# ---- execute_flat ----
execute_flat/class_map.png
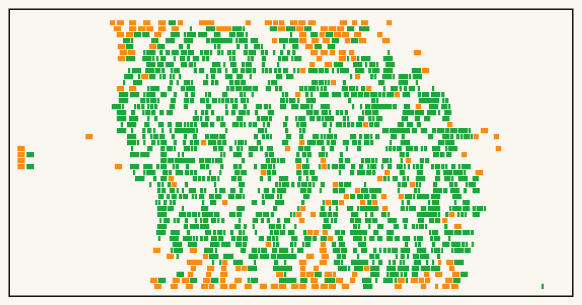

<file path="src/rtl/execute_if.sv">
// rtl/execute_if.sv - EX-stage operand/result bundle between pipeline control and the ALU
interface execute_if #(parameter int WIDTH = 32);
    logic [WIDTH-1:0] AluReadData1;
    logic [WIDTH-1:0] AluReadData2;
    logic [WIDTH-1:0] Immediate;
    logic [5:0]       funct;
    logic [2:0]       ALUOp;
    logic             ALUSrc;
    logic [WIDTH-1:0] ALUResult;
    logic             Zero;
    logic             Busy;

    modport master (
        output AluReadData1, AluReadData2, Immediate, funct, ALUOp, ALUSrc,
        input  ALUResult, Zero, Busy
    );

    modport slave (
        input  AluReadData1, AluReadData2, Immediate, funct, ALUOp, ALUSrc,
        output ALUResult, Zero, Busy
    );
endinterface

</file>
<file path="src/rtl/execute.sv">
// rtl/execute.sv - MIPS EX stage: combinational ALU plus sequential Booth MULT when EXECUTE_MUL_EN is defined
module execute #(
    parameter int WIDTH     = 32,
    parameter int MUL_ITERS = 32
) (
    input  logic      clk,
    input  logic      rst,
    execute_if.slave  bus
);
    logic [WIDTH-1:0] a;
    logic [WIDTH-1:0] b;
    logic [WIDTH-1:0] alu_comb;
    logic [WIDTH-1:0] result;

    assign a = bus.AluReadData1;
    assign b = bus.ALUSrc ? bus.Immediate : bus.AluReadData2;

    always_comb begin
        alu_comb = '0;
        case (bus.ALUOp)
            3'd0: alu_comb = a + b;
            3'd1: alu_comb = a - b;
            3'd2: begin
                case (bus.funct)
                    6'h20, 6'h21: alu_comb = a + b;
                    6'h22, 6'h23: alu_comb = a - b;
                    6'h24:        alu_comb = a & b;
                    6'h25:        alu_comb = a | b;
                    6'h26:        alu_comb = a ^ b;
                    6'h27:        alu_comb = ~(a | b);
                    6'h2A:        alu_comb = WIDTH'($signed(a) < $signed(b));
                    6'h2B:        alu_comb = WIDTH'(a < b);
                    default:      alu_comb = '0;
                endcase
            end
            3'd3: alu_comb = a & b;
            3'd4: alu_comb = a | b;
            3'd5: alu_comb = WIDTH'($signed(a) < $signed(b));
            3'd6: alu_comb = a ^ b;
            3'd7: alu_comb = b << 16;
            default: alu_comb = '0;
        endcase
    end

`ifdef EXECUTE_MUL_EN
    localparam int CW = $clog2(MUL_ITERS);

    typedef enum logic [1:0] {IDLE, BUSY, DONE} state_t;

    state_t             state;
    state_t             state_nx;
    logic               mult_sel;
    logic [2*WIDTH:0]   acc;
    logic [2*WIDTH:0]   acc_step;
    logic [WIDTH:0]     upper_ext;
    logic [WIDTH:0]     mcand_ext;
    logic [WIDTH:0]     sum;
    logic [WIDTH-1:0]   mcand;
    logic [WIDTH-1:0]   prod_lo;
    logic [CW-1:0]      count;
    logic               last_step;

    assign mult_sel  = (bus.ALUOp == 3'd2) && (bus.funct == 6'h18);
    assign last_step = (count == CW'(MUL_ITERS - 1));

    // Add/sub done one bit wider so M = -2^WIDTH-1 cannot overflow before the shift.
    assign upper_ext = {acc[2*WIDTH], acc[2*WIDTH:WIDTH+1]};
    assign mcand_ext = {mcand[WIDTH-1], mcand};

    always_comb begin
        sum = upper_ext;
        case (acc[1:0])
            2'b01:   sum = upper_ext + mcand_ext;
            2'b10:   sum = upper_ext - mcand_ext;
            default: sum = upper_ext;
        endcase
        acc_step = {sum, acc[WIDTH:1]};
    end

    always_ff @(posedge clk or posedge rst) begin
        if (rst) begin
            state   <= IDLE;
            acc     <= '0;
            mcand   <= '0;
            prod_lo <= '0;
            count   <= '0;
        end else begin
            state <= state_nx;
            if (state == IDLE && mult_sel) begin
                acc   <= {{WIDTH{1'b0}}, bus.AluReadData2, 1'b0};
                mcand <= bus.AluReadData1;
                count <= '0;
            end else if (state == BUSY && mult_sel) begin
                acc   <= acc_step;
                count <= count + 1'b1;
                if (last_step)
                    prod_lo <= acc_step[WIDTH:1];
            end
        end
    end

    always_comb begin
        state_nx = state;
        case (state)
            IDLE:    if (mult_sel) state_nx = BUSY;
            BUSY:    if (!mult_sel) state_nx = IDLE;
                     else if (last_step) state_nx = DONE;
            DONE:    if (!mult_sel) state_nx = IDLE;
            default: state_nx = IDLE;
        endcase
    end

    assign result   = mult_sel ? ((state == DONE) ? prod_lo : '0) : alu_comb;
    assign bus.Busy = mult_sel && (state != DONE) && !rst;
`else
    logic unused_mul;

    assign unused_mul = &{1'b0, clk, rst, MUL_ITERS[0]};
    assign result     = alu_comb;
    assign bus.Busy   = 1'b0;
`endif

    assign bus.ALUResult = result;
    assign bus.Zero      = (result == '0);
endmodule

</file>
<file path="src/flat_wrapper.sv">
// flat-port wrapper written by rule: the top's interface ports become plain ports
module execute_flat 
#(
    parameter int WIDTH     = 32,
    parameter int MUL_ITERS = 32
)
  (clk, rst, bus_AluReadData1, bus_AluReadData2, bus_Immediate, bus_funct, bus_ALUOp, bus_ALUSrc, bus_ALUResult, bus_Zero, bus_Busy);
  execute_if #(.WIDTH(WIDTH)) bus_i ();
  input  logic clk;
  input  logic rst;
  input wire logic [$bits(bus_i.AluReadData1)-1:0] bus_AluReadData1;
  input wire logic [$bits(bus_i.AluReadData2)-1:0] bus_AluReadData2;
  input wire logic [$bits(bus_i.Immediate)-1:0] bus_Immediate;
  input wire logic [$bits(bus_i.funct)-1:0] bus_funct;
  input wire logic [$bits(bus_i.ALUOp)-1:0] bus_ALUOp;
  input wire logic [$bits(bus_i.ALUSrc)-1:0] bus_ALUSrc;
  output wire logic [$bits(bus_i.ALUResult)-1:0] bus_ALUResult;
  output wire logic [$bits(bus_i.Zero)-1:0] bus_Zero;
  output wire logic [$bits(bus_i.Busy)-1:0] bus_Busy;
  assign bus_i.AluReadData1 = bus_AluReadData1;
  assign bus_i.AluReadData2 = bus_AluReadData2;
  assign bus_i.Immediate = bus_Immediate;
  assign bus_i.funct = bus_funct;
  assign bus_i.ALUOp = bus_ALUOp;
  assign bus_i.ALUSrc = bus_ALUSrc;
  assign bus_ALUResult = bus_i.ALUResult;
  assign bus_Zero = bus_i.Zero;
  assign bus_Busy = bus_i.Busy;
  execute #(.WIDTH(WIDTH), .MUL_ITERS(MUL_ITERS)) u_core (.clk(clk), .rst(rst), .bus(bus_i));
endmodule
</file>
<file path="config.mk">
export PLATFORM = sky130hd
export DESIGN_NAME = execute_flat
export DESIGN_NICKNAME = d
export VERILOG_FILES = /design/src/rtl/execute_if.sv /design/src/rtl/execute.sv /design/src/flat_wrapper.sv
export SDC_FILE = /design/constraint.sdc
export NUM_CORES = 1
export LEC_CHECK = 0
export CORE_ASPECT_RATIO = 0.5
export CORE_MARGIN = 2
export CORE_UTILIZATION = 25
export DETAILED_ROUTE_END_ITERATION = 7
export SLEW_MARGIN = 10
export SYNTH_ARGS = -nofsm -noshare
export SYNTH_HDL_FRONTEND = slang
export SYNTH_SLANG_ARGS = --single-unit
</file>
<file path="constraint.sdc">
create_clock -name vclk -period 6.6
set_clock_uncertainty 0.1 [all_clocks]
set_input_delay 0.66 -clock vclk [all_inputs]
set_output_delay 0.66 -clock vclk [all_outputs]
set_load 0.1 [all_outputs]
</file>
# ---- cnt_sched ----
<file path="src/rtl/cnt_sched.sv">
// Round-robin scheduler that grants a shared up/down counter to one of two
// requesters and runs it for exactly the number of steps that requester asked for.
module cnt_sched #(
  parameter int W  = 3,
  parameter int SW = 3
) (
  input  logic          clk,
  input  logic          nrst,
  input  logic [1:0]    req,
  input  logic [1:0]    dir,
  input  logic [SW-1:0] steps0,
  input  logic [SW-1:0] steps1,
  output logic [1:0]    gnt,
  output logic [1:0]    done,
  output logic          busy,
  output logic          cnt_en,
  output logic          cnt_updown,
  output logic [W-1:0]  q,
  output logic          wrap
);

  typedef enum logic [1:0] {IDLE, RUN, DONE} state_t;

  state_t        state, state_nxt;
  logic          owner;
  logic          last;
  logic          dir_l;
  logic [SW-1:0] rem;
  logic          sel;
  logic [SW-1:0] sel_steps;
  logic [1:0]    owner_oh;

  // On a tie the requester that was not served last wins.
  always_comb begin
    sel       = (req == 2'b11) ? ~last : req[1];
    sel_steps = sel ? steps1 : steps0;
  end

  always_comb begin
    state_nxt = state;
    case (state)
      IDLE: if (|req) state_nxt = (sel_steps != '0) ? RUN : DONE;
      RUN:  if (rem == SW'(1)) state_nxt = DONE;
      DONE: state_nxt = IDLE;
      default: state_nxt = IDLE;
    endcase
  end

  // All strobes are decoded from registered state only.
  always_comb begin
    owner_oh   = owner ? 2'b10 : 2'b01;
    busy       = (state != IDLE);
    cnt_en     = (state == RUN);
    cnt_updown = busy & dir_l;
    gnt        = busy ? owner_oh : 2'b00;
    done       = (state == DONE) ? owner_oh : 2'b00;
  end

  always_ff @(posedge clk or negedge nrst) begin
    if (!nrst) begin
      state <= IDLE;
      owner <= 1'b0;
      last  <= 1'b1;
      dir_l <= 1'b0;
      rem   <= '0;
      q     <= '0;
      wrap  <= 1'b0;
    end else begin
      state <= state_nxt;
      wrap  <= 1'b0;
      case (state)
        IDLE: begin
          if (|req) begin
            owner <= sel;
            dir_l <= dir[sel];
            rem   <= sel_steps;
          end
        end
        RUN: begin
          rem <= rem - SW'(1);
          if (dir_l) begin
            q    <= q - W'(1);
            wrap <= (q == '0);
          end else begin
            q    <= q + W'(1);
            wrap <= (q == '1);
          end
        end
        DONE: last <= owner;
        default: ;
      endcase
    end
  end

endmodule
</file>
<file path="config.mk">
export PLATFORM = sky130hd
export DESIGN_NAME = cnt_sched
export DESIGN_NICKNAME = d
export VERILOG_FILES = /design/src/rtl/cnt_sched.sv
export SDC_FILE = /design/constraint.sdc
export NUM_CORES = 1
export LEC_CHECK = 0
export ABC_AREA = 1
export CAP_MARGIN = 40
export CORE_AREA = 5 5 47 49
export DETAILED_ROUTE_END_ITERATION = 6
export DIE_AREA = 0 0 52 54
export PLACE_DENSITY = 0.72
export SLEW_MARGIN = 15
export SYNTH_ARGS = -nofsm -noshare
export SYNTH_HDL_FRONTEND = slang
export SYNTH_SLANG_ARGS = --single-unit
</file>
<file path="constraint.sdc">
create_clock -name clk -period 1.7 [get_ports clk]
set_input_delay 0.34 -clock clk [delete_from_list [all_inputs] [get_ports clk]]
set_output_delay 0.34 -clock clk [all_outputs]
set_load 0.01 [all_outputs]
</file>
# ---- msync_gen_flat ----
==> src/rtl/msync_gen_if.sv <==
// msync_gen_if: configuration, wheel/sync inputs and status outputs of msync_gen.
// The master modport drives the controls; the slave modport is the generator.
interface msync_gen_if;
  logic        enable;
  logic [1:0]  mode;
  logic [23:0] period;
  logic [7:0]  step_div;
  logic [15:0] holdoff;
  logic        adp;
  logic        bdp;
  logic        sync;
  logic        msync_n;
  logic [1:0]  trig_src;
  logic [31:0] wheel_pos;
  logic        wheel_dir;
  logic [15:0] sync_cnt;
  logic [7:0]  miss_cnt;
  logic [7:0]  quad_err_cnt;

  modport master (
    output enable, mode, period, step_div, holdoff,
    output adp, bdp, sync,
    input  msync_n, trig_src, wheel_pos, wheel_dir,
    input  sync_cnt, miss_cnt, quad_err_cnt
  );

  modport slave (
    input  enable, mode, period, step_div, holdoff,
    input  adp, bdp, sync,
    output msync_n, trig_src, wheel_pos, wheel_dir,
    output sync_cnt, miss_cnt, quad_err_cnt
  );
endinterface

==> src/rtl/msync_gen.sv <==
// msync_gen: master sync generator (timer, wheel quadrature or external trigger).
// Define MSYNC_FILT_EN to add a FILT_LEN-cycle glitch filter on adp/bdp/sync.
module msync_gen #(
  parameter int unsigned PULSE_W  = 4,
  parameter int unsigned FILT_LEN = 4,
  parameter bit          EXT_POL  = 1'b1
) (
  input  logic       clk20,
  input  logic       res_n,
  msync_gen_if.slave bus
);
  typedef enum logic [1:0] {
    S_IDLE,
    S_PULSE,
    S_HOLD
  } state_e;

  localparam logic [1:0] M_TIMER = 2'b00;
  localparam logic [1:0] M_WHEEL = 2'b01;
  localparam logic [1:0] M_EXT   = 2'b10;

  if (PULSE_W < 2 || FILT_LEN < 1 || FILT_LEN > 256) begin : g_param_chk
    $error("msync_gen: bad parameter");
  end

  // bit order {sync, bdp, adp}
  logic [2:0] s1_q;
  logic [2:0] s2_q;
  logic [2:0] in_f;
  logic [2:0] prev_q;

  always_ff @(posedge clk20) begin
    if (!res_n) begin
      s1_q <= '0;
      s2_q <= '0;
    end else begin
      s1_q <= {bus.sync, bus.bdp, bus.adp};
      s2_q <= s1_q;
    end
  end

`ifdef MSYNC_FILT_EN
  logic [2:0]      flt_q;
  logic [2:0][7:0] fcnt_q;

  always_ff @(posedge clk20) begin
    if (!res_n) begin
      flt_q  <= '0;
      fcnt_q <= '0;
    end else begin
      for (int i = 0; i < 3; i++) begin
        if (s2_q[i] == flt_q[i]) begin
          fcnt_q[i] <= '0;
        end else if (fcnt_q[i] == 8'(FILT_LEN - 1)) begin
          flt_q[i]  <= s2_q[i];
          fcnt_q[i] <= '0;
        end else begin
          fcnt_q[i] <= fcnt_q[i] + 8'd1;
        end
      end
    end
  end

  assign in_f = flt_q;
`else
  assign in_f = s2_q;
`endif

  logic [1:0] ab_cur;
  logic [1:0] ab_prev;
  logic       step_fwd;
  logic       step_rev;
  logic       step_err;
  logic       ext_edge;

  assign ab_cur  = {in_f[0], in_f[1]};
  assign ab_prev = {prev_q[0], prev_q[1]};

  always_comb begin
    step_fwd = 1'b0;
    step_rev = 1'b0;
    step_err = 1'b0;
    unique case ({ab_prev, ab_cur})
      4'b0001, 4'b0111,
      4'b1110, 4'b1000: step_fwd = 1'b1;
      4'b0100, 4'b1101,
      4'b1011, 4'b0010: step_rev = 1'b1;
      4'b0011, 4'b1100,
      4'b0110, 4'b1001: step_err = 1'b1;
      default: ;
    endcase
  end

  assign ext_edge = EXT_POL ? (in_f[2] & ~prev_q[2])
                            : (~in_f[2] & prev_q[2]);

  logic [1:0]         mode_q;
  logic               clr;
  logic [23:0]        timer_q;
  logic [23:0]        timer_d;
  logic               tmr_hit;
  logic signed [15:0] acc_q;
  logic signed [15:0] acc_d;
  logic               whl_hit;
  logic               ext_edge_q;
  logic [31:0]        pos_q;
  logic               dir_q;
  logic [7:0]         qerr_q;

  assign clr = (bus.mode != mode_q) | ~bus.enable;

  assign tmr_hit = (bus.period != '0) &&
                   (timer_q == bus.period - 24'd1);

  assign whl_hit = (bus.mode == M_WHEEL) &&
                   (bus.step_div != '0) &&
                   (acc_q >= $signed({8'h00, bus.step_div}));

  always_comb begin
    timer_d = timer_q + 24'd1;
    if (clr || bus.period == '0 ||
        timer_q >= bus.period - 24'd1) begin
      timer_d = '0;
    end
  end

  // accumulator saturates both ways so long reversals cannot wrap
  always_comb begin
    acc_d = acc_q;
    if (step_fwd && acc_q != 16'sh7fff) begin
      acc_d = acc_q + 16'sd1;
    end else if (step_rev && acc_q != 16'sh8000) begin
      acc_d = acc_q - 16'sd1;
    end
    if (clr || whl_hit) begin
      acc_d = '0;
    end
  end

  always_ff @(posedge clk20) begin
    if (!res_n) begin
      prev_q     <= '0;
      ext_edge_q <= 1'b0;
      mode_q     <= '0;
      timer_q    <= '0;
      acc_q      <= '0;
      pos_q      <= '0;
      dir_q      <= 1'b0;
      qerr_q     <= '0;
    end else begin
      prev_q     <= in_f;
      ext_edge_q <= ext_edge;
      mode_q     <= bus.mode;
      timer_q    <= timer_d;
      acc_q      <= acc_d;
      if (step_fwd) begin
        pos_q <= pos_q + 32'd1;
        dir_q <= 1'b1;
      end else if (step_rev) begin
        pos_q <= pos_q - 32'd1;
        dir_q <= 1'b0;
      end
      if (step_err && qerr_q != 8'hff) begin
        qerr_q <= qerr_q + 8'd1;
      end
    end
  end

  logic        sel_trig;
  logic        trig;
  state_e      state_q;
  state_e      state_d;
  logic [15:0] cnt_q;
  logic [15:0] cnt_d;
  logic [15:0] sync_cnt_q;
  logic [15:0] sync_cnt_d;
  logic [7:0]  miss_q;
  logic [7:0]  miss_d;
  logic [1:0]  src_q;
  logic [1:0]  src_d;
  logic        msync_n_q;

  always_comb begin
    sel_trig = 1'b0;
    unique case (bus.mode)
      M_TIMER: sel_trig = tmr_hit;
      M_WHEEL: sel_trig = whl_hit;
      M_EXT:   sel_trig = ext_edge_q;
      default: sel_trig = 1'b0;
    endcase
  end

  assign trig = sel_trig & bus.enable;

  always_comb begin
    state_d    = state_q;
    cnt_d      = cnt_q + 16'd1;
    sync_cnt_d = sync_cnt_q;
    miss_d     = miss_q;
    src_d      = src_q;
    unique case (state_q)
      S_IDLE: begin
        cnt_d = '0;
        if (trig) begin
          state_d    = S_PULSE;
          sync_cnt_d = sync_cnt_q + 16'd1;
          src_d      = bus.mode;
        end
      end
      S_PULSE: begin
        if (cnt_q == 16'(PULSE_W - 1)) begin
          cnt_d   = '0;
          state_d = (bus.holdoff != '0) ? S_HOLD : S_IDLE;
        end
      end
      S_HOLD: begin
        if (bus.holdoff == '0 ||
            cnt_q >= bus.holdoff - 16'd1) begin
          cnt_d   = '0;
          state_d = S_IDLE;
        end
      end
      default: state_d = S_IDLE;
    endcase
    if (trig && state_q != S_IDLE && miss_q != 8'hff) begin
      miss_d = miss_q + 8'd1;
    end
    if (!bus.enable) begin
      state_d = S_IDLE;
      cnt_d   = '0;
    end
  end

  always_ff @(posedge clk20) begin
    if (!res_n) begin
      state_q    <= S_IDLE;
      cnt_q      <= '0;
      sync_cnt_q <= '0;
      miss_q     <= '0;
      src_q      <= '0;
      msync_n_q  <= 1'b1;
    end else begin
      state_q    <= state_d;
      cnt_q      <= cnt_d;
      sync_cnt_q <= sync_cnt_d;
      miss_q     <= miss_d;
      src_q      <= src_d;
      msync_n_q  <= (state_d != S_PULSE);
    end
  end

  assign bus.msync_n      = msync_n_q;
  assign bus.trig_src     = src_q;
  assign bus.wheel_pos    = pos_q;
  assign bus.wheel_dir    = dir_q;
  assign bus.sync_cnt     = sync_cnt_q;
  assign bus.miss_cnt     = miss_q;
  assign bus.quad_err_cnt = qerr_q;
endmodule
==> src/flat_wrapper.sv <==
// flat-port wrapper written by rule: the top's interface ports become plain ports
module msync_gen_flat 
#(
  parameter int unsigned PULSE_W  = 4,
  parameter int unsigned FILT_LEN = 4,
  parameter bit          EXT_POL  = 1'b1
)
  (clk20, res_n, bus_enable, bus_mode, bus_period, bus_step_div, bus_holdoff, bus_adp, bus_bdp, bus_sync, bus_msync_n, bus_trig_src, bus_wheel_pos, bus_wheel_dir, bus_sync_cnt, bus_miss_cnt, bus_quad_err_cnt);
  msync_gen_if bus_i ();
  input  logic clk20;
  input  logic res_n;
  input wire logic [$bits(bus_i.enable)-1:0] bus_enable;
  input wire logic [$bits(bus_i.mode)-1:0] bus_mode;
  input wire logic [$bits(bus_i.period)-1:0] bus_period;
  input wire logic [$bits(bus_i.step_div)-1:0] bus_step_div;
  input wire logic [$bits(bus_i.holdoff)-1:0] bus_holdoff;
  input wire logic [$bits(bus_i.adp)-1:0] bus_adp;
  input wire logic [$bits(bus_i.bdp)-1:0] bus_bdp;
  input wire logic [$bits(bus_i.sync)-1:0] bus_sync;
  output wire logic [$bits(bus_i.msync_n)-1:0] bus_msync_n;
  output wire logic [$bits(bus_i.trig_src)-1:0] bus_trig_src;
  output wire logic [$bits(bus_i.wheel_pos)-1:0] bus_wheel_pos;
  output wire logic [$bits(bus_i.wheel_dir)-1:0] bus_wheel_dir;
  output wire logic [$bits(bus_i.sync_cnt)-1:0] bus_sync_cnt;
  output wire logic [$bits(bus_i.miss_cnt)-1:0] bus_miss_cnt;
  output wire logic [$bits(bus_i.quad_err_cnt)-1:0] bus_quad_err_cnt;
  assign bus_i.enable = bus_enable;
  assign bus_i.mode = bus_mode;
  assign bus_i.period = bus_period;
  assign bus_i.step_div = bus_step_div;
  assign bus_i.holdoff = bus_holdoff;
  assign bus_i.adp = bus_adp;
  assign bus_i.bdp = bus_bdp;
  assign bus_i.sync = bus_sync;
  assign bus_msync_n = bus_i.msync_n;
  assign bus_trig_src = bus_i.trig_src;
  assign bus_wheel_pos = bus_i.wheel_pos;
  assign bus_wheel_dir = bus_i.wheel_dir;
  assign bus_sync_cnt = bus_i.sync_cnt;
  assign bus_miss_cnt = bus_i.miss_cnt;
  assign bus_quad_err_cnt = bus_i.quad_err_cnt;
  msync_gen #(.PULSE_W(PULSE_W), .FILT_LEN(FILT_LEN), .EXT_POL(EXT_POL)) u_core (.clk20(clk20), .res_n(res_n), .bus(bus_i));
endmodule
==> config.mk <==
export PLATFORM = sky130hd
export DESIGN_NAME = msync_gen_flat
export DESIGN_NICKNAME = d
export VERILOG_FILES = /design/src/rtl/msync_gen_if.sv /design/src/rtl/msync_gen.sv /design/src/flat_wrapper.sv
export SDC_FILE = /design/constraint.sdc
export NUM_CORES = 1
export LEC_CHECK = 0
export CORE_MARGIN = 8
export CORE_UTILIZATION = 45
export CTS_BUF_LIST = sky130_fd_sc_hd__clkbuf_4 sky130_fd_sc_hd__clkbuf_8
export CTS_CLUSTER_DIAMETER = 120
export DETAILED_ROUTE_END_ITERATION = 16
export GPL_TIMING_DRIVEN = 0
export PLACE_DENSITY = 0.68
export SLEW_MARGIN = 0
export SYNTH_ARGS = -nofsm -noshare
export SYNTH_HDL_FRONTEND = slang
export SYNTH_SLANG_ARGS = --single-unit
==> constraint.sdc <==
create_clock -name clk20 -period 6 [get_ports clk20]
set_input_delay 1.2 -clock clk20 [delete_from_list [all_inputs] [get_ports clk20]]
set_output_delay 1.2 -clock clk20 [all_outputs]
set_load 0.03 [all_outputs]
cnt_sched/class_map.png
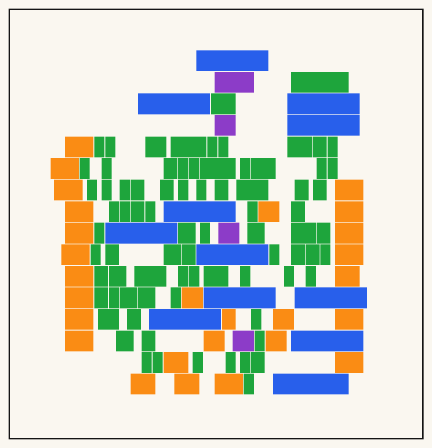
[blue] sequential cells | cells: 12 | share of their area: 30%
[purple] clock drivers and dummy loads | cells: 4 | share of their area: 3.6%
[green] remaining logic cells | cells: 79 | share of their area: 42%
[orange] remaining buffers and delay cells | cells: 27 | share of their area: 25%
final core utilization: 57.0%
# rows: 16

==> flow_summary.json, cnt_sched <==
{
  "result_of_the_run": "completed",
  "timing_worst_setup_path_type": "flop to primary output",
  "min_path_type": "input port to asynchronous set/reset pin",
  "postCtsResizedCells": 7,
  "worst_r2r_path_depth": 5,
  "design.seq.count": 12,
  "global_route.usage.met3_pct": 2.49,
  "worst_setup_path_startpoint": "state[1]",
  "synth.cellmix.adderShare_pct": 6.25,
  "post_synth_ao_oa_area_fraction_pct": 12.0,
  "floorplan.nets": 106,
  "place.detailed.instances": 141,
  "total_routed_wire_length_on_the_met1_layer_um": 664,
  "yosys.area_share.simple_pct": 27.4,
  "bufAreaShareNonClock_pct": 23.9,
  "comb_area_um2": 355,
  "post_synth_inst_count": 91,
  "tritoncts_clock_tree": "done",
  "top_level_ports": 23,
  "clk_path_buf_depth": 2,
  "routed_wirelength_mm": 1.60,
  "finalHoldWorstSlack_ps": 406,
  "detail_route.first_pass.iterations": 4,
  "seq_power_share_pct": 29.5,
  "syn-cell-area_um2": 721,
  "cap_viol_max_count": 0,
  "finalWeightedCongestion": 0.763,
  "p_int_w": 0.00109,
  "detailroute.wirelength.met2_um": 782,
  "h_tree_lvls": 1,
  "final_net_count": 138,
  "routed-via-count": 678
}
execute_flat/m2.png
The bar under the picture is 100 um long.
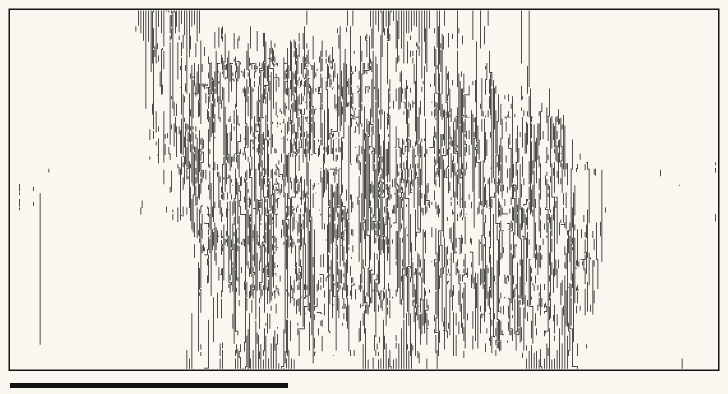
wire length on this layer: 14900 um
main direction: vertical
nets with wire on the layer: 1216
longest straight run: 54.4 um
met2 Resource Use GR: 32.3%
via count: 9397
final wirelength: 33.4 mm

## Picture notes: execute_flat/class_map.png
[green] remaining logic cells | cells: 1087 | share of their area: 82%
[orange] remaining buffers and delay cells | cells: 195 | share of their area: 18%
register fraction of the total cell area: 0%
post-route standard cell area excluding fillers: 10100 um2

==> flow_summary.json, execute_flat <==
{
  "ys_warn_count": 0,
  "wl_per_cell_um": 19.6,
  "maxUsedRoutingLayer": "met4",
  "cp_slowest_cell": "sky130_fd_sc_hd__or4_1",
  "seq_power_share_pct": 0,
  "result_of_the_run": "completed",
  "layout_worst_path_cycle_share_pct": 97.0,
  "design.die.area_um2": 33000,
  "maxSlewHeadroom_pct": 29.8,
  "drt-vias-per-instance": 5.51,
  "p_int_w": 0.000465,
  "fp_util_pct": 25.7,
  "power.combinational.total_w": 0.00135,
  "setup_viol_count_final": 0,
  "slowest_delay_ps": 580,
  "synthMostInstantiatedCell": "sky130_fd_sc_hd__ha_1",
  "remaining_drc_errors": 0,
  "yosysCellCount": 1161,
  "finalHoldWorstSlack_ps": 2270,
  "final_hold_viol_count": 0,
  "grt.overflow.total": 0,
  "multi_input_gate_share_of_total_cell_area_pct": 73.4,
  "syn-mean-instance-area_um2": 6.79,
  "most_common_cell_type_on_the_critical_path": "sky130_fd_sc_hd__or4_1",
  "min_path_type": "input port to primary output",
  "top_level_ports": 142
}
msync_gen_flat/placed.png
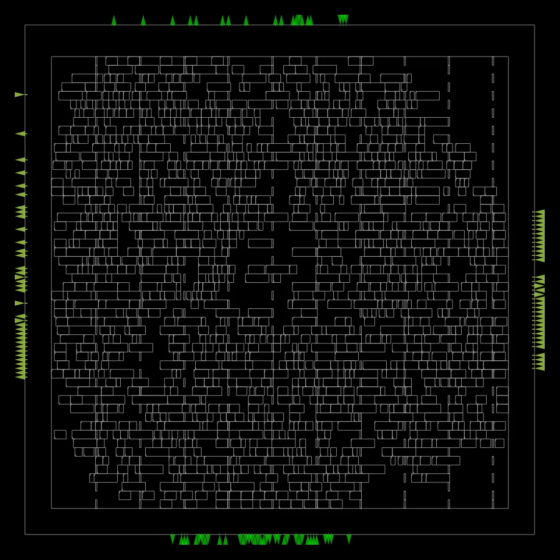
Seq Cell Count: 138
Final Non-Filler Cells: 1548
final core utilization: 55.7%
register fraction of the total cell area: 24.5%
well-tap cell count: 270

==> flow_summary.json, msync_gen_flat <==
{
  "grt_most_used_layer": "met2",
  "reg2reg_from": "u_core.in_f[0]",
  "ys_top_cells_by_area": "sky130_fd_sc_hd__dfxtp_1, sky130_fd_sc_hd__ha_1, sky130_fd_sc_hd__xnor2_1",
  "die_width_um": 160,
  "powerDensity_nw_per_um2": 287,
  "place.detailed.instances": 1516,
  "min_period_ps": 5710,
  "comb_area_um2": 6320,
  "share_clk_of_total_power_pct": 25.2,
  "setup_viol_count_final": 0,
  "result_of_the_run": "completed",
  "final_hold_viol_count": 0,
  "tritoncts_clock_tree": "done",
  "ys_seq_share_pct": 29.8,
  "finalInstanceArea_um2": 11300,
  "synth-edff-count": 0,
  "clk_transition_reported_paths_ps": 80,
  "critical-path-top-delay-family": "simple AND/OR/NAND/NOR gates",
  "unrepaired_setup_endpoints_after_global_routing": "false",
  "drv_slew": 0,
  "remaining_drc_errors": 0,
  "global_route.usage.met3_pct": 4.34,
  "crit_path_cell_trace": "clkdlybuf4s50_1, or4_1, nor4_4, nand4_1, nor4_1, xnor2_1, ha_1, and4_1, nand2b_1, or4_1, o31a_1, a2bb2oi_2, nor3b_4, nand4_4, or3_1, a21oi_1",
  "layout_worst_path_cycle_share_pct": 95.1,
  "worstHoldPathCells": 1,
  "asyncSetResetFlopFracSynth_pct": 0,
  "design.die.area_um2": 25400
}

==> screenshots <==
M3 wires.
shot_01.png
The bar under the picture is 20 um long.
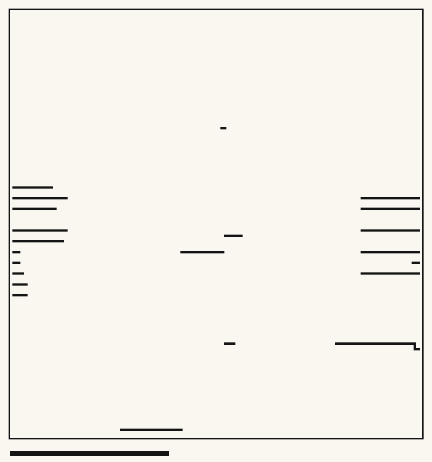
shot_02.png
The bar under the picture is 100 um long.
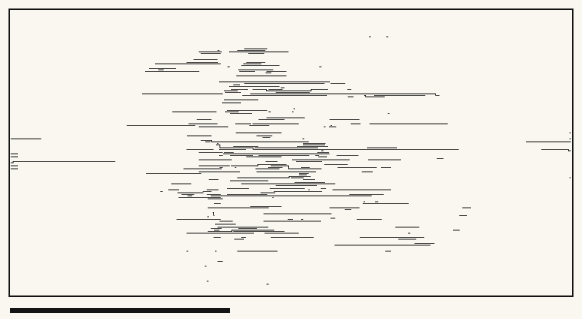
shot_03.png
The bar under the picture is 50 um long.
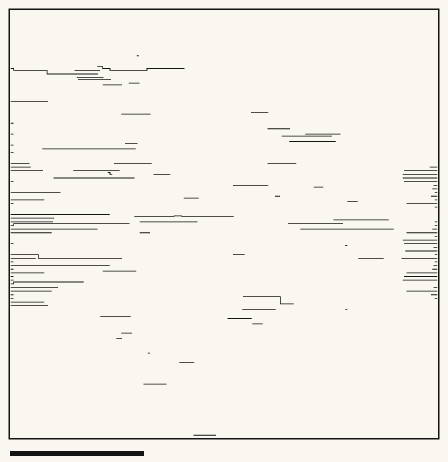
The one with the smallest die is shot_01.png.
The one with the largest die is shot_02.png.
shot_02.png -> execute_flat
shot_03.png -> msync_gen_flat
shot_01.png -> cnt_sched

Key to shot_01.png:
main direction: horizontal
wire length on this layer: 99.7 um
share of all routed wire: 6.2%
nets with wire on the layer: 19



==> gallery <==
Cell area per tile.
image #1
The die is cut into 16 by 16 equal tiles; white is low, dark blue is high, 0 to 100% covered.
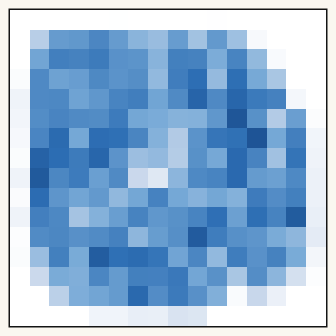
image #2
The die is cut into 26 by 13 equal tiles; white is low, dark blue is high, 0 to 100% covered.
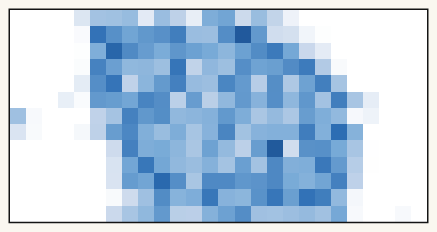
image #3
The die is cut into 10 by 11 equal tiles; white is low, dark blue is high, 0 to 100% covered.
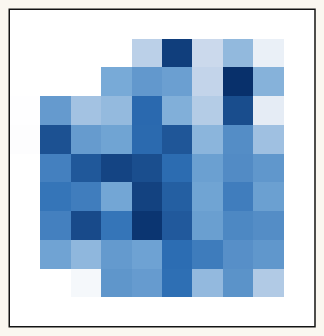
execute_flat -> image #2
cnt_sched -> image #3
msync_gen_flat -> image #1
The one with the lowest utilization is image #2.

